==================== fft_frame_sequencer
## src/rtl/fft_frame_sequencer.sv

```systemverilog
// fft_frame_sequencer
//   Buffers audio samples in a small skid FIFO and streams them to an FFT
//   core in frames of FRAME_LEN samples. It marks the first and last sample
//   of each frame, flags dropped samples, and counts frames sent to and
//   received from the core.
//
// Ports
//   MCLK          : single clock
//   reset         : synchronous, active-high
//   enable        : level, permits new frames to start
//   sample_valid  : one-cycle strobe per audio sample
//   sample_data   : signed sample, qualified by sample_valid
//   sink_ready    : FFT core can accept input
//   source_eop    : FFT core end of output frame
//   clear_ovf     : pulse, clears the sticky overflow flag
//   sink_valid/sink_sop/sink_eop/sink_real/sink_imag : FFT input stream
//   busy          : a frame is in progress
//   overflow      : sticky, a sample was dropped
//   frames_in     : frames fully sent to the FFT core (mod 2^16)
//   frames_out    : source_eop pulses seen (mod 2^16)
module fft_frame_sequencer #(
  parameter int FRAME_LEN  = 1024,
  parameter int DATA_W     = 24,
  parameter int FIFO_DEPTH = 4
) (
  input  logic                     MCLK,
  input  logic                     reset,
  input  logic                     enable,
  input  logic                     sample_valid,
  input  logic signed [DATA_W-1:0] sample_data,
  input  logic                     sink_ready,
  input  logic                     source_eop,
  input  logic                     clear_ovf,
  output logic                     sink_valid,
  output logic                     sink_sop,
  output logic                     sink_eop,
  output logic signed [DATA_W-1:0] sink_real,
  output logic signed [DATA_W-1:0] sink_imag,
  output logic                     busy,
  output logic                     overflow,
  output logic [15:0]              frames_in,
  output logic [15:0]              frames_out
);

  localparam int AW = $clog2(FIFO_DEPTH);
  localparam int IW = $clog2(FRAME_LEN);

  typedef enum logic [1:0] {S_IDLE, S_STREAM, S_DRAIN} state_t;

  state_t                    state_q, state_d;
  logic [IW-1:0]             idx_q, idx_d;
  logic [AW:0]               wr_ptr_q, wr_ptr_d;
  logic [AW:0]               rd_ptr_q, rd_ptr_d;
  logic signed [DATA_W-1:0]  mem_q [FIFO_DEPTH];
  logic                      overflow_q, overflow_d;
  logic [15:0]               frames_in_q, frames_in_d;
  logic [15:0]               frames_out_q, frames_out_d;
  logic                      sink_valid_q, sink_valid_d;
  logic                      sink_sop_q, sink_sop_d;
  logic                      sink_eop_q, sink_eop_d;
  logic signed [DATA_W-1:0]  sink_real_q, sink_real_d;

  logic                      fifo_empty, fifo_full;
  logic                      pop, issue, push, drop;
  logic [IW-1:0]             cur_idx;
  logic signed [DATA_W-1:0]  rd_data;

  // Extra pointer MSB distinguishes full from empty when the indices match.
  assign fifo_empty = (wr_ptr_q == rd_ptr_q);
  assign fifo_full  = (wr_ptr_q[AW] != rd_ptr_q[AW]) &&
                      (wr_ptr_q[AW-1:0] == rd_ptr_q[AW-1:0]);
  assign rd_data    = mem_q[rd_ptr_q[AW-1:0]];

  always_comb begin
    state_d     = state_q;
    idx_d       = idx_q;
    frames_in_d = frames_in_q;
    pop         = 1'b0;
    issue       = 1'b0;
    cur_idx     = idx_q;
    case (state_q)
      S_IDLE: begin
        cur_idx = '0;
        if (enable && !fifo_empty) begin
          // Start a frame; the first sample is issued in the same cycle so
          // the sample-to-output latency matches the streaming case.
          state_d = S_STREAM;
          idx_d   = '0;
          if (sink_ready) begin
            pop   = 1'b1;
            issue = 1'b1;
            idx_d = IW'(1);
          end
        end else if (!enable && !fifo_empty) begin
          pop = 1'b1;  // discard stale samples while disabled
        end
      end
      S_STREAM: begin
        if (!fifo_empty && sink_ready) begin
          pop   = 1'b1;
          issue = 1'b1;
          idx_d = idx_q + IW'(1);
          if (idx_q == IW'(FRAME_LEN - 1)) begin
            frames_in_d = frames_in_q + 16'd1;
            if (!enable) state_d = S_DRAIN;
          end
        end
      end
      S_DRAIN: state_d = S_IDLE;
      default: state_d = S_IDLE;
    endcase
  end

  always_comb begin
    push         = sample_valid && (!fifo_full || pop);
    drop         = sample_valid && fifo_full && !pop;
    wr_ptr_d     = wr_ptr_q + (AW+1)'(push);
    rd_ptr_d     = rd_ptr_q + (AW+1)'(pop);
    // A new drop wins over a simultaneous clear.
    overflow_d   = drop ? 1'b1 : (clear_ovf ? 1'b0 : overflow_q);
    frames_out_d = frames_out_q + 16'(source_eop);
    sink_valid_d = issue;
    sink_sop_d   = issue && (cur_idx == '0);
    sink_eop_d   = issue && (cur_idx == IW'(FRAME_LEN - 1));
    sink_real_d  = issue ? rd_data : sink_real_q;
  end

  always_ff @(posedge MCLK) begin
    if (reset) begin
      state_q      <= S_IDLE;
      idx_q        <= '0;
      wr_ptr_q     <= '0;
      rd_ptr_q     <= '0;
      overflow_q   <= 1'b0;
      frames_in_q  <= '0;
      frames_out_q <= '0;
      sink_valid_q <= 1'b0;
      sink_sop_q   <= 1'b0;
      sink_eop_q   <= 1'b0;
      sink_real_q  <= '0;
    end else begin
      state_q      <= state_d;
      idx_q        <= idx_d;
      wr_ptr_q     <= wr_ptr_d;
      rd_ptr_q     <= rd_ptr_d;
      overflow_q   <= overflow_d;
      frames_in_q  <= frames_in_d;
      frames_out_q <= frames_out_d;
      sink_valid_q <= sink_valid_d;
      sink_sop_q   <= sink_sop_d;
      sink_eop_q   <= sink_eop_d;
      sink_real_q  <= sink_real_d;
    end
  end

  // FIFO storage needs no reset; the pointers define what is valid.
  always_ff @(posedge MCLK) begin
    if (push) mem_q[wr_ptr_q[AW-1:0]] <= sample_data;
  end

  assign sink_valid = sink_valid_q;
  assign sink_sop   = sink_sop_q;
  assign sink_eop   = sink_eop_q;
  assign sink_real  = sink_real_q;
  assign sink_imag  = '0;
  assign busy       = (state_q == S_STREAM);
  assign overflow   = overflow_q;
  assign frames_in  = frames_in_q;
  assign frames_out = frames_out_q;

endmodule

```

## config.mk

```make
export PLATFORM = sky130hd
export DESIGN_NAME = fft_frame_sequencer
export DESIGN_NICKNAME = d
export VERILOG_FILES = /design/src/rtl/fft_frame_sequencer.sv
export SDC_FILE = /design/constraint.sdc
export NUM_CORES = 1
export LEC_CHECK = 0
export CAP_MARGIN = 30
export CORE_MARGIN = 10
export CORE_UTILIZATION = 40
export CTS_CLUSTER_SIZE = 10
export DETAILED_ROUTE_END_ITERATION = 7
export SLEW_MARGIN = 40
export SYNTH_ARGS = -nofsm -noshare
export SYNTH_HDL_FRONTEND = slang
export SYNTH_SLANG_ARGS = --single-unit
```

## constraint.sdc

```tcl
create_clock -name MCLK -period 8.45 [get_ports MCLK]
set_input_delay 1.2675 -clock MCLK [delete_from_list [all_inputs] [get_ports MCLK]]
set_output_delay 1.2675 -clock MCLK [all_outputs]
set_load 0.005 [all_outputs]
```

==================== alarm_pattern_driver_flat
$ cat src/rtl/alarm_pattern_driver_if.sv
// Control/pin bundle between the alarm control FSM (master) and the
// pattern driver (slave).
interface alarm_pattern_driver_if;
  logic       start;
  logic       stop;
  logic [3:0] beeps;
  logic       busy;
  logic       done;
  logic       buzzer;
  logic       lamp;

  modport master (output start, stop, beeps, input busy, done, buzzer, lamp);
  modport slave  (input start, stop, beeps, output busy, done, buzzer, lamp);
endinterface

$ cat src/rtl/alarm_pattern_driver.sv
// Drives buzzer tone and hazard lamp in timed ON/OFF bursts, either for a
// latched number of beeps or continuously until stopped.
module alarm_pattern_driver #(
  parameter int ON_CYCLES  = 1000000,
  parameter int OFF_CYCLES = 1000000,
  parameter int TONE_HALF  = 25000,
  parameter int CNT_W      = 20
) (
  input  logic                  clock,
  input  logic                  reset,
  alarm_pattern_driver_if.slave bus
);

  typedef enum logic [1:0] {IDLE, ON, OFF} state_t;

  // Counters run down to zero, so loads are length-1.
  localparam logic [CNT_W-1:0] ON_LOAD   = CNT_W'(ON_CYCLES - 1);
  localparam logic [CNT_W-1:0] OFF_LOAD  = CNT_W'(OFF_CYCLES - 1);
  localparam logic [CNT_W-1:0] TONE_LOAD = CNT_W'(TONE_HALF - 1);

  state_t           state_q, state_d;
  logic [CNT_W-1:0] phase_q, phase_d;
  logic [CNT_W-1:0] tone_q, tone_d;
  logic [3:0]       remaining_q, remaining_d;
  logic             cont_q, cont_d;
  logic             busy_q, busy_d;
  logic             done_q, done_d;
  logic             buzzer_q, buzzer_d;
  logic             lamp_q, lamp_d;
  logic             enter_on;

  always_comb begin
    state_d     = state_q;
    phase_d     = phase_q;
    tone_d      = tone_q;
    remaining_d = remaining_q;
    cont_d      = cont_q;
    busy_d      = 1'b0;
    done_d      = 1'b0;
    buzzer_d    = 1'b0;
    lamp_d      = 1'b0;
    enter_on    = 1'b0;

    unique case (state_q)
      IDLE: begin
        if (bus.start && !bus.stop) begin
          remaining_d = bus.beeps;
          cont_d      = (bus.beeps == 4'd0);
          enter_on    = 1'b1;
        end
      end
      ON: begin
        if (bus.stop) begin
          state_d = IDLE;
          phase_d = '0;
          done_d  = 1'b1;
        end else if (phase_q == '0) begin
          state_d = OFF;
          phase_d = OFF_LOAD;
          busy_d  = 1'b1;
        end else begin
          phase_d = phase_q - CNT_W'(1);
          busy_d  = 1'b1;
          lamp_d  = 1'b1;
          if (tone_q == '0) begin
            buzzer_d = ~buzzer_q;
            tone_d   = TONE_LOAD;
          end else begin
            buzzer_d = buzzer_q;
            tone_d   = tone_q - CNT_W'(1);
          end
        end
      end
      OFF: begin
        if (bus.stop) begin
          state_d = IDLE;
          phase_d = '0;
          done_d  = 1'b1;
        end else if (phase_q == '0) begin
          if (!cont_q && remaining_q == 4'd1) begin
            state_d     = IDLE;
            remaining_d = 4'd0;
            done_d      = 1'b1;
          end else begin
            if (!cont_q) remaining_d = remaining_q - 4'd1;
            enter_on = 1'b1;
          end
        end else begin
          phase_d = phase_q - CNT_W'(1);
          busy_d  = 1'b1;
        end
      end
      default: state_d = IDLE;
    endcase

    // Tone restarts high on every ON entry so each burst sounds the same.
    if (enter_on) begin
      state_d  = ON;
      phase_d  = ON_LOAD;
      tone_d   = TONE_LOAD;
      busy_d   = 1'b1;
      lamp_d   = 1'b1;
      buzzer_d = 1'b1;
    end
  end

  always_ff @(posedge clock) begin
    if (reset) begin
      state_q     <= IDLE;
      phase_q     <= '0;
      tone_q      <= '0;
      remaining_q <= '0;
      cont_q      <= 1'b0;
      busy_q      <= 1'b0;
      done_q      <= 1'b0;
      buzzer_q    <= 1'b0;
      lamp_q      <= 1'b0;
    end else begin
      state_q     <= state_d;
      phase_q     <= phase_d;
      tone_q      <= tone_d;
      remaining_q <= remaining_d;
      cont_q      <= cont_d;
      busy_q      <= busy_d;
      done_q      <= done_d;
      buzzer_q    <= buzzer_d;
      lamp_q      <= lamp_d;
    end
  end

  assign bus.busy   = busy_q;
  assign bus.done   = done_q;
  assign bus.buzzer = buzzer_q;
  assign bus.lamp   = lamp_q;

endmodule

$ cat src/flat_wrapper.sv
// flat-port wrapper written by rule: the top's interface ports become plain ports
module alarm_pattern_driver_flat 
#(
  parameter int ON_CYCLES  = 1000000,
  parameter int OFF_CYCLES = 1000000,
  parameter int TONE_HALF  = 25000,
  parameter int CNT_W      = 20
)
  (clock, reset, bus_start, bus_stop, bus_beeps, bus_busy, bus_done, bus_buzzer, bus_lamp);
  alarm_pattern_driver_if bus_i ();
  input  logic clock;
  input  logic reset;
  input wire logic [$bits(bus_i.start)-1:0] bus_start;
  input wire logic [$bits(bus_i.stop)-1:0] bus_stop;
  input wire logic [$bits(bus_i.beeps)-1:0] bus_beeps;
  output wire logic [$bits(bus_i.busy)-1:0] bus_busy;
  output wire logic [$bits(bus_i.done)-1:0] bus_done;
  output wire logic [$bits(bus_i.buzzer)-1:0] bus_buzzer;
  output wire logic [$bits(bus_i.lamp)-1:0] bus_lamp;
  assign bus_i.start = bus_start;
  assign bus_i.stop = bus_stop;
  assign bus_i.beeps = bus_beeps;
  assign bus_busy = bus_i.busy;
  assign bus_done = bus_i.done;
  assign bus_buzzer = bus_i.buzzer;
  assign bus_lamp = bus_i.lamp;
  alarm_pattern_driver #(.ON_CYCLES(ON_CYCLES), .OFF_CYCLES(OFF_CYCLES), .TONE_HALF(TONE_HALF), .CNT_W(CNT_W)) u_core (.clock(clock), .reset(reset), .bus(bus_i));
endmodule
$ cat config.mk
export PLATFORM = sky130hd
export DESIGN_NAME = alarm_pattern_driver_flat
export DESIGN_NICKNAME = d
export VERILOG_FILES = /design/src/rtl/alarm_pattern_driver_if.sv /design/src/rtl/alarm_pattern_driver.sv /design/src/flat_wrapper.sv
export SDC_FILE = /design/constraint.sdc
export NUM_CORES = 1
export LEC_CHECK = 0
export CAP_MARGIN = 20
export CORE_UTILIZATION = 46
export CTS_CLUSTER_DIAMETER = 30
export DETAILED_ROUTE_END_ITERATION = 10
export PLACE_DENSITY = 0.64
export SYNTH_ARGS = -nofsm -noshare
export SYNTH_HDL_FRONTEND = slang
export SYNTH_SLANG_ARGS = --single-unit
$ cat constraint.sdc
create_clock -name clock -period 3.55 [get_ports clock]
set_clock_uncertainty 0.2 [all_clocks]
set_input_delay 0.5325 -clock clock [delete_from_list [all_inputs] [get_ports clock]]
set_output_delay 0.5325 -clock clock [all_outputs]
set_load 0.03 [all_outputs]
Figure 1. Routing congestion map (fft_frame_sequencer).
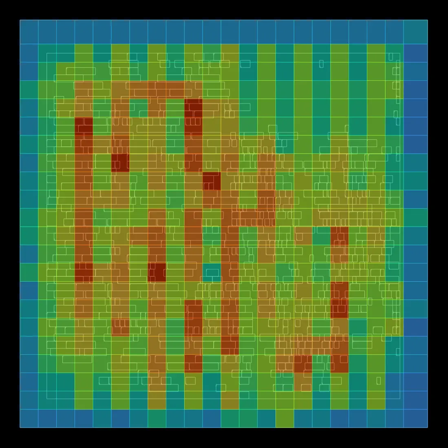
Final Util: 0.509
M1 GR Usage: 0.163
all-layer global routing usage: 0.133

Figure 2. M1 wires (fft_frame_sequencer).
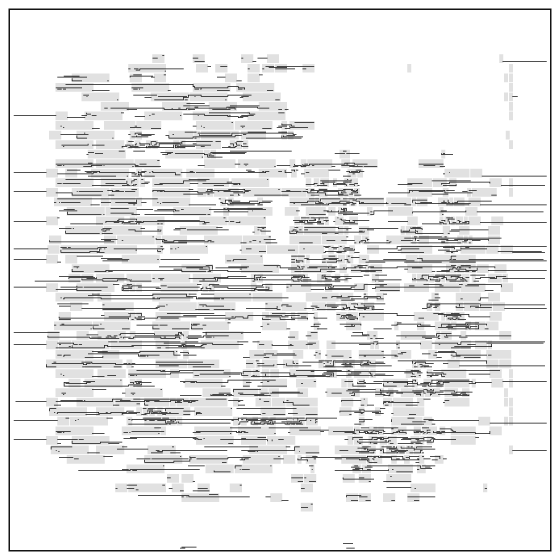
share of all routed wire: 44%
longest straight run: 42.5 um
nets with wire on the layer: 621
main direction: horizontal
Vias: 4792
total wire length: 15900 um

==> flow_metrics.tcl, fft_frame_sequencer <==
# metrics dict for downstream scripts
set metrics [dict create \
    holdWs_ns 0.487 \
    outcome "finished, final reports clean" \
    path_clk_slew_ns 0.07 \
    swShare 0.276 \
    avgSynthCellArea_sq_um 12.7 \
    grt_busiest_layer "met2" \
    endpoint_kind "flip-flop" \
    holdPathEnd "overflow" \
    netlist_area_sq_mm 0.00718 \
    comb.multi_input.count 348 \
    inverters 12 \
    largest_reg_flops 96 \
    mux_area_frac 0.0814 \
    n_clock_buffer 18 \
    p_int_mw 1.55 \
    layout_top_cells "edfxtp_1, clkdlybuf4s50_1, dfxtp_1, a21oi_1, nand3_1" \
    ys_cells 565 \
    die_x_um 154 \
    final_cell_area_sq_mm 0.00886 \
    initCoreUtil 0.412 \
    pg_clk_mw 0.787 \
    hold_path.class "flip-flop to flip-flop" \
    design.seq.count 174 \
    cts.repair.resized 0 \
    regArea_sq_mm 0.00445 \
    hpwl_um 10000 \
    ys_area_sq_mm 0.00718 \
    buffers 99 \
    worst-path-buf-inv 1 \
    diodes 0 \
    fin_crit_ns 3.29 \
    ys_sh_simple 0.122 \
]
Figure 3. Signal wires on met2 (alarm_pattern_driver_flat).
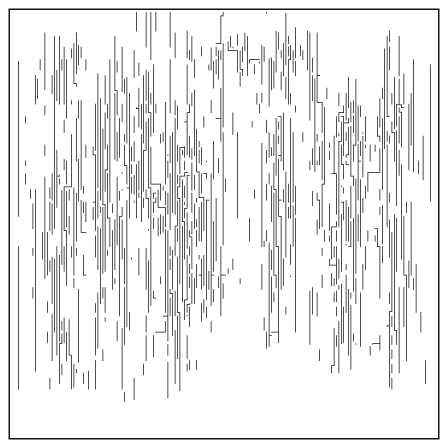
nets with wire on the layer: 314
share of all routed wire: 48%
longest straight run: 36.7 um
wire length on this layer: 3610 um
main direction: vertical
Vias: 2767
met2 usage: 0.394
total wire length: 7470 um

==> flow_metrics.tcl, alarm_pattern_driver_flat <==
# metrics dict for downstream scripts
set metrics [dict create \
    rsz0062_at_grt "no" \
    root_buffer "clkbuf_8" \
    cpPeakStageDelay_ns 0.55 \
    layout.area.comb_sq_mm 0.00176 \
    place_ws_ns 0.570 \
    ys_sh_simple 0.307 \
    period_used_share 0.819 \
    met3_usage 0.0356 \
    wire_per_inst_um 16.2 \
    syn_nets 383 \
    clock_sinks 51 \
    ys_ff 51 \
    die_x_um 81.7 \
    maxPowerGroup "registers" \
    ys_area_sq_mm 0.00292 \
    inverters 15 \
    fin_ws_ns 0.642 \
    irDropWorstVdd_mv 0.267 \
    yosysTopAreaCellShare 0.349 \
    place_congestion 0.887 \
    sh_seq_area 0.314 \
    required_ns 3.56 \
    routed.top_layer "met4" \
    io_pins 12 \
    avgSynthCellArea_sq_um 7.99 \
    warnings 31 \
    leakage_nw 1.14 \
    final_cell_area_sq_mm 0.00325 \
    ys_cells 366 \
    outcome "finished, final reports clean" \
    hold_path_startpoint "u_core.cont_q" \
    pwr-share-clk 0.249 \
    grt_overflow 0 \
    portBuffers 11 \
    synth-async-reset-ratio 0 \
    cts_buffers 5 \
    cts_htree_levels 2 \
    path_clk_slew_ns 0.11 \
    top_cells_by_count "dfxtp_1, nor2_1, nand2_1, a21oi_1, o21ai_0" \
    path_cells "inv_1, ha_1, nor3b_1, nand3_1, nor2_1, a21oi_1, a221oi_1, nor3_1" \
    sh_comb_area 0.542 \
    initCoreUtil 0.485 \
]

==> layout pictures side by side <==
Cell density map.
(a)
Bar = 20 um. 8 x 8 tiles, from dark blue (low) to red (high), 0 to 100% covered.
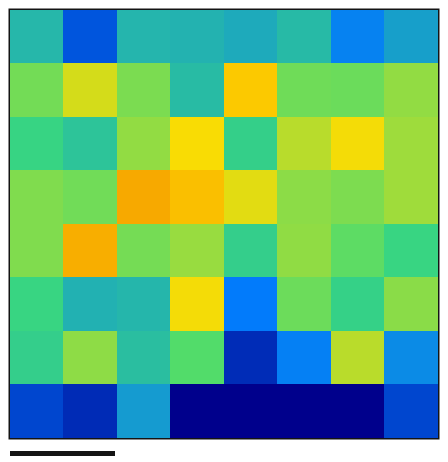
(b)
Bar = 50 um. 15 x 15 tiles, from dark blue (low) to red (high), 0 to 100% covered.
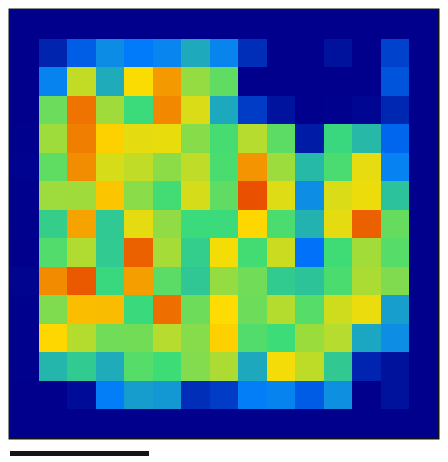
fft_frame_sequencer -> (b)
alarm_pattern_driver_flat -> (a)
Of these, largest die: (b)

Key to (b):
mean over tiles: 36%
tiles over 75% full: 9.3%
emptiest ninth of the die: top right
densest ninth of the die: middle
nearly empty tiles: 31%
fullest tile: 91%


==================== mbc_control_sequencer
### src/rtl/mbc_control_sequencer.sv
// rtl/mbc_control_sequencer.sv - T-state sequencer issuing fetch/indirect/execute control strobes
// Optional feature macro: SEQ_ONEHOT_CHECK_EN (traps non-one-hot decodes at the end of T2).

module mbc_control_sequencer (
    input  logic       clk,
    input  logic       rst,
    input  logic       start,
    input  logic [7:0] decoded_signal,
    input  logic       ir_i,
    input  logic       dr_zero,
    output logic       running,
    output logic [6:0] t_state,
    output logic       ar_ld_pc,
    output logic       ar_ld_ir,
    output logic       ar_ld_mem,
    output logic       ar_inc,
    output logic       pc_inc,
    output logic       pc_ld_ar,
    output logic       ir_ld,
    output logic       dr_ld,
    output logic       dr_inc,
    output logic       mem_rd,
    output logic       mem_wr_ac,
    output logic       mem_wr_pc,
    output logic       mem_wr_dr,
    output logic       ac_and,
    output logic       ac_add,
    output logic       ac_ld_dr,
    output logic       illegal_op
);

    typedef enum logic [2:0] {
        T0 = 3'd0,
        T1 = 3'd1,
        T2 = 3'd2,
        T3 = 3'd3,
        T4 = 3'd4,
        T5 = 3'd5,
        T6 = 3'd6
    } tstate_e;

    tstate_e    sc;
    logic [7:0] d;
    logic       advance;

`ifndef SEQ_ONEHOT_CHECK_EN
    // Priority-resolve a malformed decode: lowest set bit wins, nothing set means halt.
    function automatic logic [7:0] lowest_set(input logic [7:0] v);
        logic [7:0] r;
        r = 8'h80;
        for (int i = 7; i >= 0; i--) begin
            if (v[i]) begin
                r    = '0;
                r[i] = 1'b1;
            end
        end
        return r;
    endfunction
`endif

    // Decide whether the current T-state continues the instruction; every other case wraps to T0.
    always_comb begin
        advance = 1'b0;
        case (sc)
            T0, T1, T2: advance = 1'b1;
            T3:         advance = !d[7];
            T4:         advance = d[0] | d[1] | d[2] | d[5] | d[6];
            T5:         advance = d[6];
            default:    advance = 1'b0;
        endcase
    end

`ifdef SEQ_ONEHOT_CHECK_EN
    logic illegal_q;
    assign illegal_op = illegal_q;

    // Sequence counter, run flag, decode latch and sticky illegal-decode trap.
    always_ff @(posedge clk) begin
        if (rst) begin
            running   <= 1'b0;
            sc        <= T0;
            d         <= '0;
            illegal_q <= 1'b0;
        end else if (!running) begin
            if (start) begin
                running <= 1'b1;
                sc      <= T0;
            end
        end else if (sc == T2) begin
            d <= decoded_signal;
            if (!$onehot(decoded_signal)) begin
                illegal_q <= 1'b1;
                running   <= 1'b0;
                sc        <= T0;
            end else begin
                sc <= T3;
            end
        end else if (advance) begin
            sc <= tstate_e'(sc + 3'd1);
        end else begin
            sc <= T0;
            if (sc == T3) begin
                running <= 1'b0;
            end
        end
    end
`else
    assign illegal_op = 1'b0;

    // Sequence counter, run flag and priority-resolved decode latch.
    always_ff @(posedge clk) begin
        if (rst) begin
            running <= 1'b0;
            sc      <= T0;
            d       <= '0;
        end else if (!running) begin
            if (start) begin
                running <= 1'b1;
                sc      <= T0;
            end
        end else if (sc == T2) begin
            d  <= lowest_set(decoded_signal);
            sc <= T3;
        end else if (advance) begin
            sc <= tstate_e'(sc + 3'd1);
        end else begin
            sc <= T0;
            if (sc == T3) begin
                running <= 1'b0;
            end
        end
    end
`endif

    // One-hot T-state view, forced to zero while idle so every strobe is gated by running.
    always_comb begin
        t_state = '0;
        if (running) begin
            t_state = 7'b000_0001 << sc;
        end
    end

    // Control strobes decoded from the T-state, the latched decode and live ir_i/dr_zero.
    always_comb begin
        ar_ld_pc  = t_state[0];
        ir_ld     = t_state[1];
        ar_ld_ir  = t_state[2];
        ar_ld_mem = t_state[3] & !d[7] & ir_i;
        mem_rd    = t_state[1]
                  | (t_state[3] & !d[7] & ir_i)
                  | (t_state[4] & (d[0] | d[1] | d[2] | d[6]));
        dr_ld     = t_state[4] & (d[0] | d[1] | d[2] | d[6]);
        mem_wr_ac = t_state[4] & d[3];
        pc_ld_ar  = (t_state[4] & d[4]) | (t_state[5] & d[5]);
        mem_wr_pc = t_state[4] & d[5];
        ar_inc    = t_state[4] & d[5];
        ac_and    = t_state[5] & d[0];
        ac_add    = t_state[5] & d[1];
        ac_ld_dr  = t_state[5] & d[2];
        dr_inc    = t_state[5] & d[6];
        mem_wr_dr = t_state[6] & d[6];
        pc_inc    = t_state[1] | (t_state[6] & d[6] & dr_zero);
    end

endmodule
### config.mk
export PLATFORM = sky130hd
export DESIGN_NAME = mbc_control_sequencer
export DESIGN_NICKNAME = d
export VERILOG_FILES = /design/src/rtl/mbc_control_sequencer.sv
export SDC_FILE = /design/constraint.sdc
export NUM_CORES = 1
export LEC_CHECK = 0
export CORE_UTILIZATION = 25
export CTS_BUF_LIST = sky130_fd_sc_hd__clkbuf_2 sky130_fd_sc_hd__clkbuf_4 sky130_fd_sc_hd__clkbuf_8
export CTS_CLUSTER_SIZE = 10
export DETAILED_ROUTE_END_ITERATION = 8
export MAX_ROUTING_LAYER = met4
export PLACE_DENSITY = 0.66
export SYNTH_ARGS = -nofsm -noshare
export SYNTH_HDL_FRONTEND = slang
export SYNTH_SLANG_ARGS = --single-unit
### constraint.sdc
create_clock -name clk -period 1.9 [get_ports clk]
set_clock_uncertainty 0.05 [all_clocks]
set_input_delay 0.38 -clock clk [delete_from_list [all_inputs] [get_ports clk]]
set_output_delay 0.38 -clock clk [all_outputs]
set_load 0.005 [all_outputs]
==================== m_calc_ctrl
===== config.mk =====
export PLATFORM = sky130hd
export DESIGN_NAME = m_calc_ctrl
export DESIGN_NICKNAME = d
export VERILOG_FILES = /design/src/rtl/m_calc_ctrl.sv
export SDC_FILE = /design/constraint.sdc
export NUM_CORES = 1
export LEC_CHECK = 0
export CORE_MARGIN = 8
export CORE_UTILIZATION = 44
export DETAILED_ROUTE_END_ITERATION = 8
export PLACE_DENSITY = 0.79
export SLEW_MARGIN = 20
export SYNTH_ARGS = -nofsm -noshare
export SYNTH_HDL_FRONTEND = slang
export SYNTH_SLANG_ARGS = --single-unit

===== constraint.sdc =====
create_clock -name clk -period 2.2 [get_ports clk]
set_clock_uncertainty 0.2 [all_clocks]
set_input_delay 0.44 -clock clk [delete_from_list [all_inputs] [get_ports clk]]
set_output_delay 0.44 -clock clk [all_outputs]
set_load 0.005 [all_outputs]

===== src/rtl/m_calc_ctrl.sv =====
// Operand/opcode sequencer in front of the calculator ALU: captures A, B and the
// opcode from a shared entry bus on button presses and registers the ALU result.
module m_calc_ctrl #(
    parameter int SYNC_STAGES    = 2,
    parameter int NUM_OPS        = 12,
    parameter int TIMEOUT_CYCLES = 0
) (
    input  logic       clk,
    input  logic       rst_n,
    input  logic [7:0] data_in,
    input  logic       enter_btn,
    input  logic       chain,
    input  logic       clear,
    output logic [7:0] alu_a,
    output logic [7:0] alu_b,
    output logic [3:0] alu_sel,
    input  logic [7:0] alu_out,
    input  logic [3:0] alu_flag,
    output logic [7:0] result,
    output logic [3:0] flags,
    output logic       result_valid,
    output logic       err,
    output logic       timeout,
    output logic [2:0] state
);

    localparam logic [2:0] S_GET_A  = 3'd0;
    localparam logic [2:0] S_GET_B  = 3'd1;
    localparam logic [2:0] S_GET_OP = 3'd2;
    localparam logic [2:0] S_EXEC   = 3'd3;
    localparam logic [2:0] S_SHOW   = 3'd4;

    localparam int CW = (TIMEOUT_CYCLES > 1) ? $clog2(TIMEOUT_CYCLES) : 1;

    logic [SYNC_STAGES-1:0] sync;
    logic                   sync_q;
    logic                   enter;
    logic                   tmo_hit;
    logic                   entry_st;

    // The synchroniser ignores clear so a press coinciding with clear is dropped, not replayed.
    always_ff @(posedge clk or negedge rst_n) begin
        if (!rst_n) begin
            sync   <= '0;
            sync_q <= 1'b0;
        end else begin
            sync   <= {sync[SYNC_STAGES-2:0], enter_btn};
            sync_q <= sync[SYNC_STAGES-1];
        end
    end

    assign enter        = sync[SYNC_STAGES-1] & ~sync_q;
    assign entry_st     = (state == S_GET_B) || (state == S_GET_OP);
    assign result_valid = (state == S_SHOW);

    generate
        if (TIMEOUT_CYCLES > 0) begin : g_tmo
            logic [CW-1:0] cnt;
            always_ff @(posedge clk or negedge rst_n) begin
                if (!rst_n)
                    cnt <= '0;
                else if (clear || enter || !entry_st || tmo_hit)
                    cnt <= '0;
                else
                    cnt <= cnt + 1'b1;
            end
            assign tmo_hit = entry_st && !enter && (cnt == CW'(TIMEOUT_CYCLES - 1));
        end else begin : g_no_tmo
            assign tmo_hit = 1'b0;
        end
    endgenerate

    always_ff @(posedge clk or negedge rst_n) begin
        if (!rst_n) begin
            state   <= S_GET_A;
            alu_a   <= 8'h00;
            alu_b   <= 8'h00;
            alu_sel <= 4'h0;
            result  <= 8'h00;
            flags   <= 4'h0;
            err     <= 1'b0;
            timeout <= 1'b0;
        end else if (clear) begin
            state   <= S_GET_A;
            alu_a   <= 8'h00;
            alu_b   <= 8'h00;
            alu_sel <= 4'h0;
            result  <= 8'h00;
            flags   <= 4'h0;
            err     <= 1'b0;
            timeout <= 1'b0;
        end else begin
            timeout <= 1'b0;
            case (state)
                S_GET_A: if (enter) begin
                    alu_a <= data_in;
                    err   <= 1'b0;
                    state <= S_GET_B;
                end
                S_GET_B: if (enter) begin
                    alu_b <= data_in;
                    state <= S_GET_OP;
                end else if (tmo_hit) begin
                    alu_a   <= 8'h00;
                    alu_b   <= 8'h00;
                    alu_sel <= 4'h0;
                    timeout <= 1'b1;
                    state   <= S_GET_A;
                end
                S_GET_OP: if (enter) begin
                    alu_sel <= data_in[3:0];
                    // 8-bit compare also flags any nonzero upper nibble
                    err     <= (data_in >= 8'(NUM_OPS));
                    state   <= S_EXEC;
                end else if (tmo_hit) begin
                    alu_a   <= 8'h00;
                    alu_b   <= 8'h00;
                    alu_sel <= 4'h0;
                    timeout <= 1'b1;
                    state   <= S_GET_A;
                end
                S_EXEC: begin
                    result <= err ? 8'h00 : alu_out;
                    flags  <= err ? 4'h0  : alu_flag;
                    state  <= S_SHOW;
                end
                S_SHOW: if (enter) begin
                    if (chain) begin
                        alu_a <= result;
                        state <= S_GET_B;
                    end else begin
                        state <= S_GET_A;
                    end
                end
                default: state <= S_GET_A;
            endcase
        end
    end

endmodule

==================== mem_arbiter
**config.mk**
```make
export PLATFORM = sky130hd
export DESIGN_NAME = mem_arbiter
export DESIGN_NICKNAME = d
export VERILOG_FILES = /design/src/rtl/mem_arbiter_pkg.sv /design/src/rtl/mem_arbiter_arb_prio.sv /design/src/rtl/mem_arbiter.sv
export SDC_FILE = /design/constraint.sdc
export NUM_CORES = 1
export LEC_CHECK = 0
export CAP_MARGIN = 10
export CORE_UTILIZATION = 40
export DETAILED_ROUTE_END_ITERATION = 10
export PLACE_DENSITY = 0.86
export SLEW_MARGIN = 20
export SYNTH_ARGS = -nofsm -noshare
export SYNTH_HDL_FRONTEND = slang
export SYNTH_HIERARCHICAL = 1
export SYNTH_SLANG_ARGS = --single-unit
```
**constraint.sdc**
```tcl
create_clock -name clk -period 2.5 [get_ports clk]
set_clock_uncertainty 0.2 [all_clocks]
set_input_delay 0.5 -clock clk [delete_from_list [all_inputs] [get_ports clk]]
set_output_delay 0.5 -clock clk [all_outputs]
set_load 0.05 [all_outputs]
```
**src/rtl/mem_arbiter_pkg.sv**
```systemverilog
// Shared types and constants for the mem port arbiter: FSM states, requester
// indices and small index helpers for the three-way rotation.
package mem_arbiter_pkg;

    typedef enum logic [1:0] {
        ARB_ST_IDLE  = 2'd0,
        ARB_ST_ISSUE = 2'd1,
        ARB_ST_WAIT  = 2'd2
    } arb_state_e;

    localparam int         ARB_NREQ      = 3;
    localparam logic [1:0] ARB_REQ_FETCH = 2'd0;
    localparam logic [1:0] ARB_REQ_DATA  = 2'd1;
    localparam logic [1:0] ARB_REQ_EXT   = 2'd2;

    function automatic logic [1:0] arb_idx_inc(input logic [1:0] i);
        return (i == 2'd2) ? 2'd0 : i + 2'd1;
    endfunction

    function automatic logic [1:0] arb_idx_dec(input logic [1:0] i);
        return (i == 2'd0) ? 2'd2 : i - 2'd1;
    endfunction

    function automatic logic [1:0] arb_onehot_idx(input logic [ARB_NREQ-1:0] oh);
        logic [1:0] idx;
        idx = ARB_REQ_FETCH;
        if (oh[1]) idx = ARB_REQ_DATA;
        if (oh[2]) idx = ARB_REQ_EXT;
        return idx;
    endfunction

endpackage

```
**src/rtl/mem_arbiter_arb_prio.sv**
```systemverilog
// Combinational priority picker: scans the three requesters starting at
// 'start', upward or downward, and returns a one-hot winner (zero if no req).
module arb_prio
    import mem_arbiter_pkg::*;
#(
    parameter bit ROTATE_UP = 1'b1
) (
    input  logic [ARB_NREQ-1:0] req,
    input  logic [1:0]          start,
    output logic [ARB_NREQ-1:0] grant
);

    logic [1:0] idx;

    always_comb begin
        grant = '0;
        idx   = start;
        for (int i = 0; i < ARB_NREQ; i++) begin
            if (grant == '0 && req[idx]) grant[idx] = 1'b1;
            idx = ROTATE_UP ? arb_idx_inc(idx) : arb_idx_dec(idx);
        end
    end

endmodule

```
**src/rtl/mem_arbiter.sv**
```systemverilog
// Arbitrates the single mem port between fetch, data and ext requesters.
// Build option: define ARB_ROUND_ROBIN_EN for rotating priority (default 2 > 1 > 0).
module mem_arbiter
    import mem_arbiter_pkg::*;
#(
    parameter int MAX_WAIT = 16
) (
    input  logic                clk,
    input  logic                rst_n,
    input  logic [ARB_NREQ-1:0] req,
    input  logic [15:0]         addr0,
    input  logic [15:0]         addr1,
    input  logic [15:0]         addr2,
    input  logic [ARB_NREQ-1:0] wr,
    input  logic [ARB_NREQ-1:0] byte_en,
    input  logic [15:0]         wdata0,
    input  logic [15:0]         wdata1,
    input  logic [15:0]         wdata2,
    output logic [ARB_NREQ-1:0] gnt,
    output logic [ARB_NREQ-1:0] ack,
    output logic                err,
    output logic [15:0]         rdata,
    output logic                mem_en,
    output logic                mem_we,
    output logic                mem_byte_enable,
    output logic                mem_byte_select,
    output logic [15:0]         mem_addr,
    output logic [15:0]         mem_wdata,
    input  logic [15:0]         mem_rdata,
    input  logic                mem_wait,
    output arb_state_e          state_dbg
);

    // Handshake: a requester holds req and its command stable until ack. The
    // command is captured at grant, so later changes (including dropping req)
    // are ignored; ack pulses for exactly one cycle, with err on timeout.

    localparam logic [7:0] WAIT_LAST = 8'(MAX_WAIT - 1);

    arb_state_e          state_q, state_d;
    logic [ARB_NREQ-1:0] gnt_q, ack_q, arb_gnt;
    logic                err_q;
    logic [15:0]         rdata_q;
    logic [7:0]          cnt_q;
    logic [15:0]         addr_q, wdata_q;
    logic                wr_q, be_q;
    logic [1:0]          arb_start, sel_idx;
    logic [15:0]         sel_addr, sel_wdata;
    logic                sel_wr, sel_be;
    logic                arb_go, wait_last;

    // The ack cycle is spent in IDLE without arbitrating, which guarantees a
    // full idle cycle between consecutive grants.
    assign arb_go    = (state_q == ARB_ST_IDLE) && (ack_q == '0) && (req != '0);
    assign wait_last = (cnt_q == WAIT_LAST);
    assign sel_idx   = arb_onehot_idx(arb_gnt);

`ifdef ARB_ROUND_ROBIN_EN
    localparam bit ROTATE_UP = 1'b1;
    logic [1:0] ptr_q;

    // ptr_q sits two steps behind the start index, so its reset value of 0
    // gives ext top priority, the same first pick as the fixed build.
    always_ff @(posedge clk) begin
        if (!rst_n)      ptr_q <= 2'd0;
        else if (arb_go) ptr_q <= arb_idx_dec(sel_idx);
    end

    assign arb_start = arb_idx_dec(ptr_q);
`else
    localparam bit ROTATE_UP = 1'b0;
    assign arb_start = ARB_REQ_EXT;
`endif

    arb_prio #(.ROTATE_UP(ROTATE_UP)) u_arb_prio (
        .req   (req),
        .start (arb_start),
        .grant (arb_gnt)
    );

    always_comb begin
        sel_addr  = addr0;
        sel_wdata = wdata0;
        sel_wr    = wr[0];
        sel_be    = byte_en[0];
        case (sel_idx)
            ARB_REQ_DATA: begin
                sel_addr  = addr1;
                sel_wdata = wdata1;
                sel_wr    = wr[1];
                sel_be    = byte_en[1];
            end
            ARB_REQ_EXT: begin
                sel_addr  = addr2;
                sel_wdata = wdata2;
                sel_wr    = wr[2];
                sel_be    = byte_en[2];
            end
            default: ;
        endcase
    end

    always_comb begin
        state_d = state_q;
        mem_en  = 1'b0;
        mem_we  = 1'b0;
        case (state_q)
            ARB_ST_IDLE: if (arb_go) state_d = ARB_ST_ISSUE;
            ARB_ST_ISSUE: begin
                mem_en  = 1'b1;
                mem_we  = wr_q;
                state_d = ARB_ST_WAIT;
            end
            ARB_ST_WAIT: begin
                mem_en = 1'b1;
                if (!mem_wait || wait_last) state_d = ARB_ST_IDLE;
            end
            default: state_d = ARB_ST_IDLE;
        endcase
    end

    always_ff @(posedge clk) begin
        if (!rst_n) begin
            state_q <= ARB_ST_IDLE;
            gnt_q   <= '0;
            ack_q   <= '0;
            err_q   <= 1'b0;
            rdata_q <= '0;
            cnt_q   <= '0;
            addr_q  <= '0;
            wdata_q <= '0;
            wr_q    <= 1'b0;
            be_q    <= 1'b0;
        end else begin
            state_q <= state_d;
            ack_q   <= '0;
            err_q   <= 1'b0;
            case (state_q)
                ARB_ST_IDLE: begin
                    if (arb_go) begin
                        gnt_q   <= arb_gnt;
                        addr_q  <= sel_addr;
                        wdata_q <= sel_wdata;
                        wr_q    <= sel_wr;
                        be_q    <= sel_be;
                    end else begin
                        gnt_q <= '0;
                    end
                end
                ARB_ST_ISSUE: cnt_q <= '0;
                ARB_ST_WAIT: begin
                    if (!mem_wait) begin
                        ack_q   <= gnt_q;
                        rdata_q <= mem_rdata;
                    end else if (wait_last) begin
                        ack_q <= gnt_q;
                        err_q <= 1'b1;
                    end else begin
                        cnt_q <= cnt_q + 8'd1;
                    end
                end
                default: ;
            endcase
        end
    end

    assign gnt             = gnt_q;
    assign ack             = ack_q;
    assign err             = err_q;
    assign rdata           = rdata_q;
    assign mem_byte_enable = be_q;
    assign mem_byte_select = addr_q[0];
    assign mem_addr        = {1'b0, addr_q[15:1]};
    assign mem_wdata       = wdata_q;
    assign state_dbg       = state_q;

endmodule

```
==================== dot_matrix_scan_ctrl
File: src/rtl/dot_matrix_pkg.sv
// Shared types and constants for the LED dot-matrix column scanner.
// The optional DOT_MATRIX_DIM_EN build adds brightness PWM inside each column's SHOW window.
package dot_matrix_pkg;

    typedef enum logic [1:0] {
        IDLE  = 2'd0,
        BLANK = 2'd1,
        SHOW  = 2'd2
    } scan_state_t;

    localparam int NCOL              = 16;
    localparam int COL_W             = 4;
    localparam int DEFAULT_CLK_DIV   = 5000;
    localparam int DEFAULT_BLANK_CYC = 16;

endpackage

File: src/rtl/dot_matrix_scan_dwell_counter.sv
// Per-column dwell counter: counts 0..CLK_DIV-1 and wraps, with a clear input.
// It flags the last BLANK cycle and the last cycle of the dwell.
module scan_dwell_counter #(
    parameter int CLK_DIV   = 5000,
    parameter int BLANK_CYC = 16,
    parameter int CNT_W     = $clog2(CLK_DIV)
) (
    input  logic             clk,
    input  logic             rst,
    input  logic             clr,
    output logic [CNT_W-1:0] count,
    output logic             blank_tc,
    output logic             dwell_tc
);

    assign blank_tc = (count == CNT_W'(BLANK_CYC - 1));
    assign dwell_tc = (count == CNT_W'(CLK_DIV - 1));

    always_ff @(posedge clk) begin
        if (rst || clr || dwell_tc) begin
            count <= '0;
        end else begin
            count <= count + CNT_W'(1);
        end
    end

endmodule

File: src/rtl/dot_matrix_scan_ctrl.sv
// Column scan sequencer: column select, blanking output enable, and frame-aligned buffer swap.
// When DOT_MATRIX_DIM_EN is defined, a bright input shortens the lit part of each SHOW window.
module dot_matrix_scan_ctrl
    import dot_matrix_pkg::*;
#(
    parameter int CLK_DIV   = DEFAULT_CLK_DIV,
    parameter int BLANK_CYC = DEFAULT_BLANK_CYC
) (
    input  logic             clk,
    input  logic             rst,
    input  logic             en,
`ifdef DOT_MATRIX_DIM_EN
    input  logic [3:0]       bright,
`endif
    input  logic             swap_req,
    output logic [COL_W-1:0] col_sel,
    output logic             col_oe,
    output logic             frame_start,
    output logic             swap_ack,
    output logic             buf_sel
);

    localparam int CNT_W = $clog2(CLK_DIV);

    scan_state_t      state_q, state_d;
    logic [CNT_W-1:0] cnt;
    logic             blank_tc, dwell_tc, cnt_clr;
    logic [COL_W-1:0] col_sel_d;
    logic             col_oe_d, frame_start_d, swap_ack_d, buf_sel_d;
    logic             show_entry;

    scan_dwell_counter #(
        .CLK_DIV   (CLK_DIV),
        .BLANK_CYC (BLANK_CYC),
        .CNT_W     (CNT_W)
    ) u_dwell (
        .clk      (clk),
        .rst      (rst),
        .clr      (cnt_clr),
        .count    (cnt),
        .blank_tc (blank_tc),
        .dwell_tc (dwell_tc)
    );

    assign show_entry = (state_q == BLANK) && blank_tc;

`ifdef DOT_MATRIX_DIM_EN
    localparam int SLOT = (CLK_DIV - BLANK_CYC) / NCOL;

    logic [3:0] bright_q;
    logic [3:0] bright_eff;
    int         show_idx_d;

    always_ff @(posedge clk) begin
        if (rst) begin
            bright_q <= 4'd0;
        end else if (show_entry && en) begin
            bright_q <= bright;
        end
    end

    // On the entry edge the live input is the value being captured for this column.
    always_comb begin
        bright_eff = show_entry ? bright : bright_q;
        show_idx_d = int'(cnt) + 1 - BLANK_CYC;
    end
`endif

    always_ff @(posedge clk) begin
        if (rst) begin
            state_q     <= IDLE;
            col_sel     <= '0;
            col_oe      <= 1'b0;
            frame_start <= 1'b0;
            swap_ack    <= 1'b0;
            buf_sel     <= 1'b0;
        end else begin
            state_q     <= state_d;
            col_sel     <= col_sel_d;
            col_oe      <= col_oe_d;
            frame_start <= frame_start_d;
            swap_ack    <= swap_ack_d;
            buf_sel     <= buf_sel_d;
        end
    end

    always_comb begin
        state_d = state_q;
        if (!en) begin
            state_d = IDLE;
        end else begin
            case (state_q)
                IDLE:    state_d = BLANK;
                BLANK:   if (blank_tc) state_d = SHOW;
                SHOW:    if (dwell_tc) state_d = BLANK;
                default: state_d = IDLE;
            endcase
        end
    end

    always_comb begin
        col_sel_d     = col_sel;
        frame_start_d = 1'b0;
        swap_ack_d    = 1'b0;
        buf_sel_d     = buf_sel;
        cnt_clr       = (state_d == IDLE) || (state_q == IDLE);
        if (state_d == IDLE) begin
            col_sel_d = '0;
        end else if (state_q == IDLE) begin
            col_sel_d     = '0;
            frame_start_d = 1'b1;
        end else if ((state_q == SHOW) && dwell_tc) begin
            col_sel_d = col_sel + COL_W'(1);
            // Only the col 15 -> 0 wrap is a frame boundary where a swap may land.
            if (col_sel == COL_W'(NCOL - 1)) begin
                frame_start_d = 1'b1;
                if (swap_req) begin
                    swap_ack_d = 1'b1;
                    buf_sel_d  = ~buf_sel;
                end
            end
        end
`ifdef DOT_MATRIX_DIM_EN
        col_oe_d = (state_d == SHOW) && (show_idx_d < SLOT * (int'(bright_eff) + 1));
`else
        col_oe_d = (state_d == SHOW);
`endif
    end

endmodule

File: config.mk
export PLATFORM = sky130hd
export DESIGN_NAME = dot_matrix_scan_ctrl
export DESIGN_NICKNAME = d
export VERILOG_FILES = /design/src/rtl/dot_matrix_pkg.sv /design/src/rtl/dot_matrix_scan_dwell_counter.sv /design/src/rtl/dot_matrix_scan_ctrl.sv
export SDC_FILE = /design/constraint.sdc
export NUM_CORES = 1
export LEC_CHECK = 0
export CAP_MARGIN = 25
export CORE_MARGIN = 4
export CORE_UTILIZATION = 53
export DETAILED_ROUTE_END_ITERATION = 8
export GPL_ROUTABILITY_DRIVEN = 0
export PLACE_DENSITY = 0.79
export SKIP_CTS_REPAIR_TIMING = 1
export SLEW_MARGIN = 5
export SYNTH_ARGS = -nofsm -noshare
export SYNTH_HDL_FRONTEND = slang
export SYNTH_SLANG_ARGS = --single-unit
File: constraint.sdc
create_clock -name clk -period 2.5 [get_ports clk]
set_clock_uncertainty 0.1 [all_clocks]
set_input_delay 0.375 -clock clk [delete_from_list [all_inputs] [get_ports clk]]
set_output_delay 0.375 -clock clk [all_outputs]
set_load 0.01 [all_outputs]
Figure 4. Signal wires on met2 (mbc_control_sequencer).
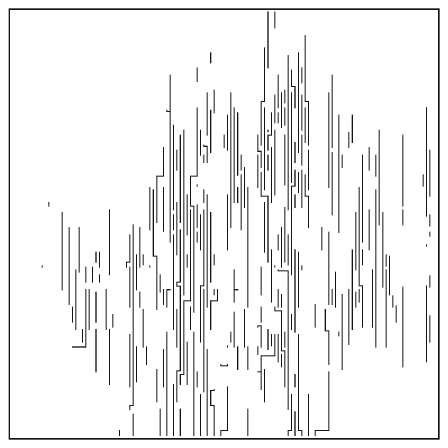
wire length on this layer: 1420 um
main direction: vertical
share of all routed wire: 53%
longest straight run: 24.6 um
nets with wire on the layer: 164

==> flow_metrics.tcl, mbc_control_sequencer <==
# metrics dict for downstream scripts
set metrics [dict create \
    coreArea_sq_mm 0.00303 \
    rr_worst_depth 8 \
    fmax_mhz 466 \
    pg_clk_mw 0.211 \
    clock_sinks 12 \
    leakage_nw 0.701 \
    layout.area.comb_sq_um 564 \
    final_cell_area_sq_mm 0.00154 \
    reg_top3 "d: 8 flops, sc: 3 flops, running: 1 flops" \
    syn_nets 122 \
    grt_usage 0.167 \
    met3_usage 0.0154 \
    synth-edff-count 0 \
    design.seq.count 12 \
    grt_overflow 0 \
    ys_seq_share 0.302 \
    cts_htree_levels 1 \
    layout-drive-gt1-share 0.471 \
    use_met2 0.289 \
    final_nets 189 \
    ys_sh_adder 0.0787 \
    hold_path_startpoint "d[5]" \
    cpPeakStageDelay_ns 0.37 \
    ys_ff 12 \
    synthDistinctLibCells 32 \
    place_congestion 0.841 \
    path_depth 6 \
    outcome "finished with violations" \
    pwr-share-clk 0.339 \
    top_cells_by_count "dfxtp_1, a21oi_1, nand2_1, and2_1, inv_1" \
    power-per-cell-area_mw_per_mm2 403 \
    portBuffers 35 \
    regArea_sq_um 249 \
    hold_path.class "flip-flop to flip-flop" \
    slowest_stage "dfxtp_4" \
    path_clk_slew_ns 0.08 \
    warnings 32 \
    ys_area_sq_um 795 \
    root_buffer "clkbuf_4" \
    period_used_share 1.13 \
    setup_viol 13 \
    ys.flop_type "dfxtp_1" \
    use_met1 0.189 \
    violations "setup timing" \
    nonClkBufAreaFrac 0.392 \
    n_clock_buffer 4 \
    grt_busiest_layer "met2" \
    cts_max_path_buffers 2 \
    fin_ws_ns -0.245 \
    swShare 0.262 \
    clkLatencyLatePin_ns 0.28 \
    ys_cells 104 \
    layout_top_cells "buf_4, clkdlybuf4s50_1, buf_6, nand2_1, a21oi_1" \
    dp_cells 199 \
    clkCellAreaFrac 0.0235 \
    wl_met2_um 1420 \
    fillCellCount 303 \
    num_rows 20 \
    drc 0 \
    buffers 72 \
    place_ws_ns -0.342 \
    mux_area_frac 0 \
    diodes 0 \
]
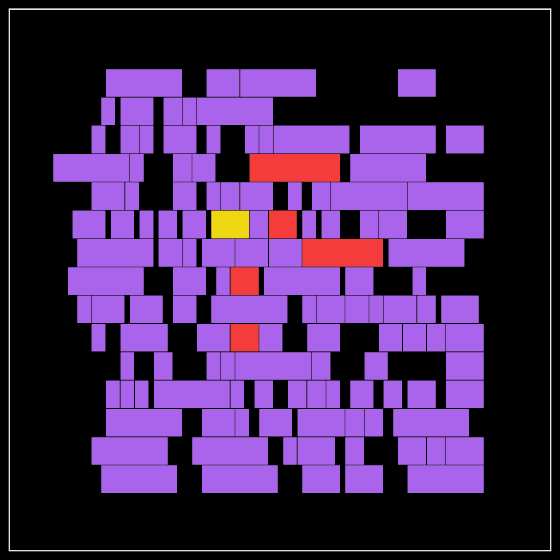
Figure 5: dot_matrix_scan_ctrl, cell sizes after repair.
legend:
  purple:
    size: drive 1 or less
    cells: 121
    most_used: dfxtp_1
  red:
    size: drive 3 to 4
    cells: 5
    most_used: clkbuf_4
  yellow:
    size: drive 2
    cells: 1
    most_used: nor3_2

Figure 6. Cell density map (dot_matrix_scan_ctrl).
Bar = 20 um. 10 x 10 tiles, from dark blue (low) to red (high), 0 to 100% covered.
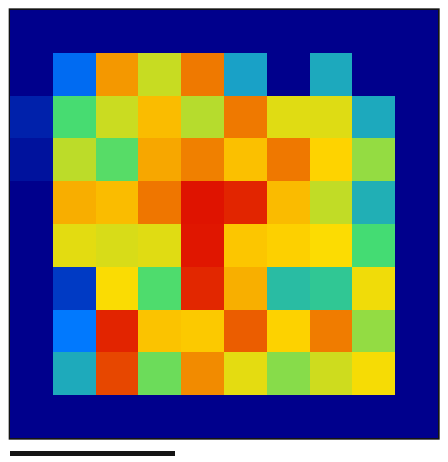
emptiest ninth of the die: top right
tiles over 75% full: 28%
nearly empty tiles: 36%

==> flow_metrics.tcl, dot_matrix_scan_ctrl <==
# metrics dict for downstream scripts
set metrics [dict create \
    dp_cells 148 \
    post_dp_cell_area_sq_mm 0.00116 \
    rsz0062_at_grt "no" \
    wl_met2_um 921 \
    regArea_sq_um 460 \
    path_cells "ha_1, and4_1, nand4_4, or4_1, a21oi_1" \
    die-area_sq_mm 0.00269 \
    met3WireLength_um 73 \
    slowest_stage "or4_1" \
    ys_ff 23 \
    avgSynthCellArea_sq_um 9.04 \
    critPathArrivalTime_ns 2.02 \
    p_comb_mw 0.0150 \
    final_cell_area_sq_mm 0.00118 \
    antenna_left 0 \
    hold_path.class "flip-flop to flip-flop" \
    routed_wirelength_um 1840 \
    largest_cell_class "combinational gates" \
    use_met1 0.173 \
    synthDistinctLibCells 30 \
    comb.multi_input.count 85 \
    warnings 26 \
    synthTopCellsByArea "dfxtp_1, xnor2_1, nor2_1, nand3_1, xor2_1" \
    final_nets 134 \
    coreArea_sq_mm 0.00178 \
    met3_usage 0.0258 \
    crit_fanout 9 \
    sh_seq_area 0.389 \
    grt_overflow 0 \
    outcome "finished, final reports clean" \
    synth-async-reset-ratio 0 \
    fin_tns_setup_ns 0 \
    setup_viol 0 \
    root_buffer "clkbuf_4" \
]
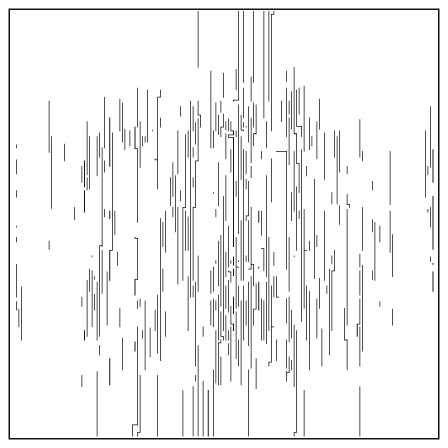
Figure 7: m_calc_ctrl, signal wires on met2.
main direction: vertical
share of all routed wire: 47%
wire length on this layer: 2160 um
longest straight run: 35.7 um
nets with wire on the layer: 194
met2 usage: 0.255
Vias: 1354
total wire length: 4590 um

==> flow_metrics.tcl, m_calc_ctrl <==
# metrics dict for downstream scripts
set metrics [dict create \
    outcome "finished, final reports clean" \
    min_path_cells 0 \
    most_common_cell "dfrtp_1" \
    pg_clk_mw 0.524 \
    grt_pass1_vias 1502 \
    met3WireLength_um 439 \
    xor_share 0 \
    regArea_sq_um 976 \
    yosysTopAreaCellShare 0.578 \
    crit_family "buffers and inverters" \
    crit_path_end "result_valid" \
    synthToLayoutAreaGrowth_pct 46.4 \
    reg_top3 "alu_a: 8 flops, alu_b: 8 flops, result: 8 flops" \
    place_congestion 0.804 \
    worstMarginPinSlew_ns 0.738 \
    cts_max_path_buffers 2 \
    critPathArrivalTime_ns 1.45 \
    synth-async-reset-ratio 1.00 \
    p_sw_mw 0.336 \
    root_buffer "clkbuf_8" \
    buffers 70 \
    layout_top_cells "clkdlybuf4s50_1, dfrtp_1, a22o_1, nand2_1" \
    largest_area_cell "dfrtp_1" \
    met3_usage 0.0703 \
    finalMaxSlewViolations 0 \
    p_int_mw 1.14 \
    worst-path-buf-inv 1 \
    place_ws_ns 0.177 \
    pwr-share-seq 0.512 \
    slowest_stage "clkdlybuf4s50_1" \
    portBuffers 61 \
    postCtsHoldBufs 1 \
    drt_iter0_drc 86 \
    cpPeakStageDelay_ns 0.54 \
    startpoint "state[0]" \
    fin_crit_ns 2.09 \
    cts_htree_levels 2 \
    final_cell_area_sq_mm 0.00247 \
    path_depth 2 \
]
Figure 8. Signal wires on met4 (mem_arbiter).
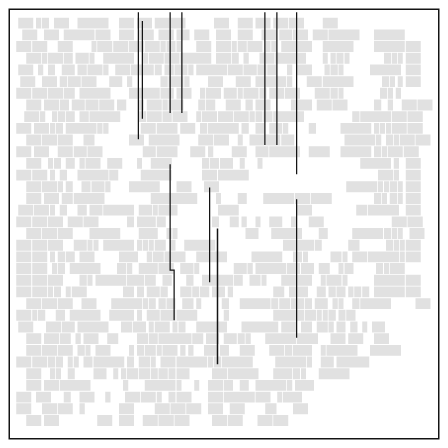
wire length on this layer: 319 um
longest straight run: 37.4 um
nets with wire on the layer: 10
main direction: vertical
share of all routed wire: 2.8%

Figure 9. Signal wires on met2 (mem_arbiter).
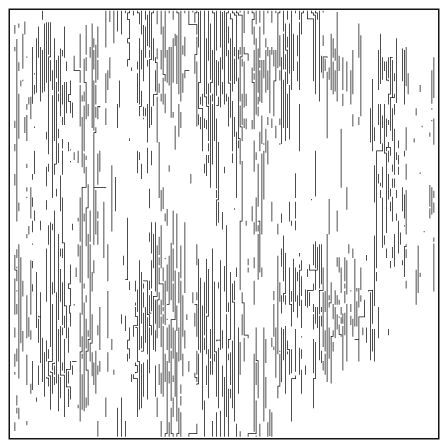
main direction: vertical
wire length on this layer: 5880 um
nets with wire on the layer: 641
longest straight run: 42.3 um

==> flow_metrics.tcl, mem_arbiter <==
# metrics dict for downstream scripts
set metrics [dict create \
    ys_ff 67 \
    synthTopLogicFamily "simple AND/OR/NAND/NOR gates" \
    initCoreUtil 0.413 \
    ys_area_sq_mm 0.00381 \
    io_pins 185 \
    first_pass_iters 4 \
    num_rows 35 \
    use_met2 0.432 \
    outcome "finished, final reports clean" \
    largest_cell_class "combinational gates" \
    design.seq.count 67 \
    rr_worst_depth 7 \
    xor_share 0 \
    ys.flop_type "dfxtp_1" \
    inverters 8 \
    synthTopCellsByArea "dfxtp_1, nand2_1, mux2i_1, a21oi_2, o21ai_0" \
    final_nets 787 \
    cts_htree_levels 3 \
    antenna_found_initial 0 \
    slowest_stage "clkdlybuf4s50_1" \
    cpPeakStageDelay_ns 0.84 \
    wire_per_inst_um 14.3 \
    antenna_left 0 \
    compound_area_frac 0.211 \
    drv_cap 0 \
    fin_crit_ns 2.26 \
    drt_iter0_drc 106 \
    top_cells_by_count "nand2_1, dfxtp_1, o21ai_0, mux2i_1" \
    cts_tree "done" \
    power-per-cell-area_mw_per_mm2 838 \
    ys_sh_simple 0.225 \
    warnings 29 \
    crit_path_end "ack[1]" \
    r2r_end "mem_wdata[2]" \
    met3_usage 0.0548 \
    rsz0062_at_grt "no" \
    hold_path_startpoint "rdata[5]" \
    crit_fanout 2 \
    cts_buffers 9 \
    pwr-share-clk 0.176 \
    min_path_cells 2 \
    ys_cells 461 \
    mux_area_frac 0.105 \
    hold_path.class "flip-flop to flip-flop" \
    regArea_sq_mm 0.00134 \
    netlist_area_sq_mm 0.00381 \
    routed_wirelength_um 11300 \
    synth-async-reset-ratio 0 \
    crit_type "flip-flop to output port" \
    p_comb_frac 0.547 \
    worstMarginPinSlew_ns 0.559 \
    clkLatencyLatePin_ns 0.34 \
    path_depth 1 \
    pwr-share-seq 0.276 \
    start_kind "flip-flop" \
    clock_sinks 67 \
    grt_busiest_layer "met2" \
    yosysWarnings 6 \
    met3WireLength_um 705 \
    n_clock_buffer 11 \
    sh_comb_area 0.372 \
    layout-drive-gt1-share 0.169 \
]


==> screenshots <==
Routing congestion map.
picture 1
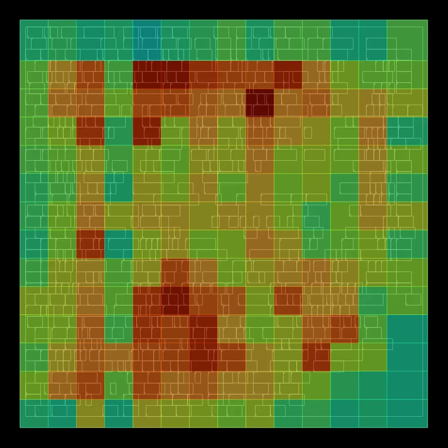
picture 2
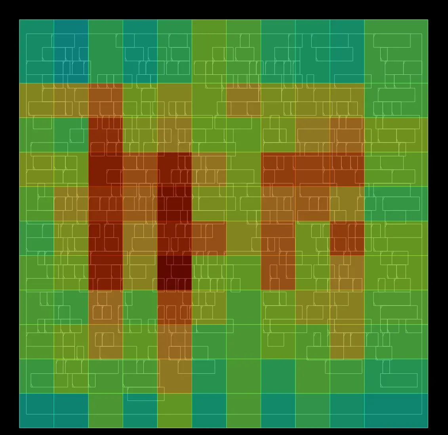
picture 3
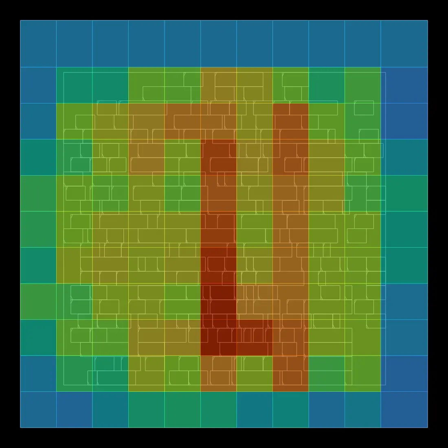
picture 4
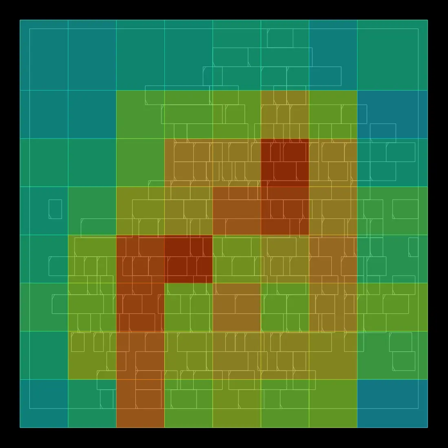
picture 5
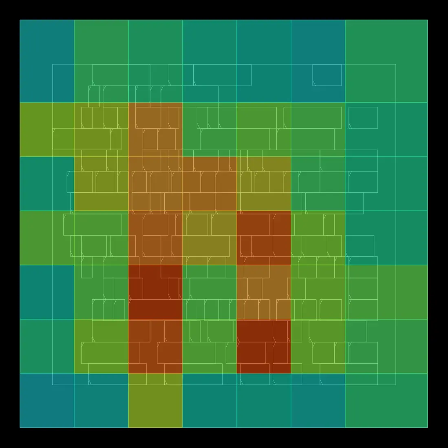
picture 2: alarm_pattern_driver_flat
picture 3: m_calc_ctrl
picture 4: mbc_control_sequencer
picture 1: mem_arbiter
picture 5: dot_matrix_scan_ctrl


==> notes/layouts.md <==
Pictures saved along the way, in no particular order.

Cell density map.
panel A
Bar = 20 um. 12 x 12 tiles, from dark blue (low) to red (high), 0 to 100% covered.
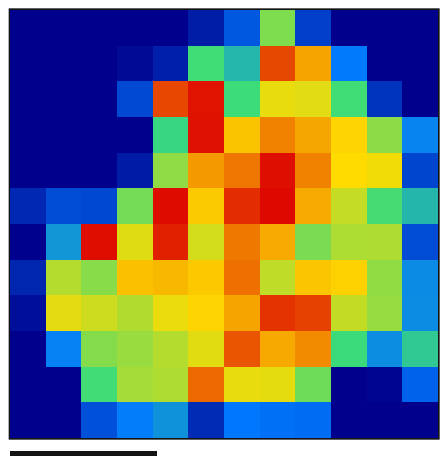
panel B
Bar = 20 um. 10 x 10 tiles, from dark blue (low) to red (high), 0 to 100% covered.
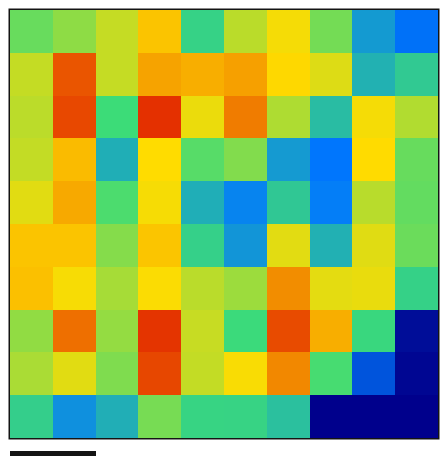
panel C
Bar = 20 um. 8 x 8 tiles, from dark blue (low) to red (high), 0 to 100% covered.
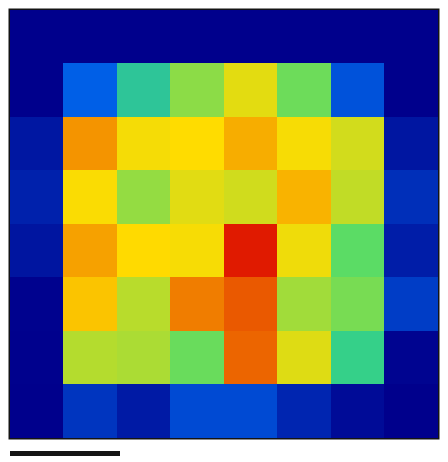
m_calc_ctrl: panel C
mbc_control_sequencer: panel A
mem_arbiter: panel B
Of these, smallest die: panel A
Of these, lowest utilization: panel A

Power is estimated from default activity; no workload was simulated.
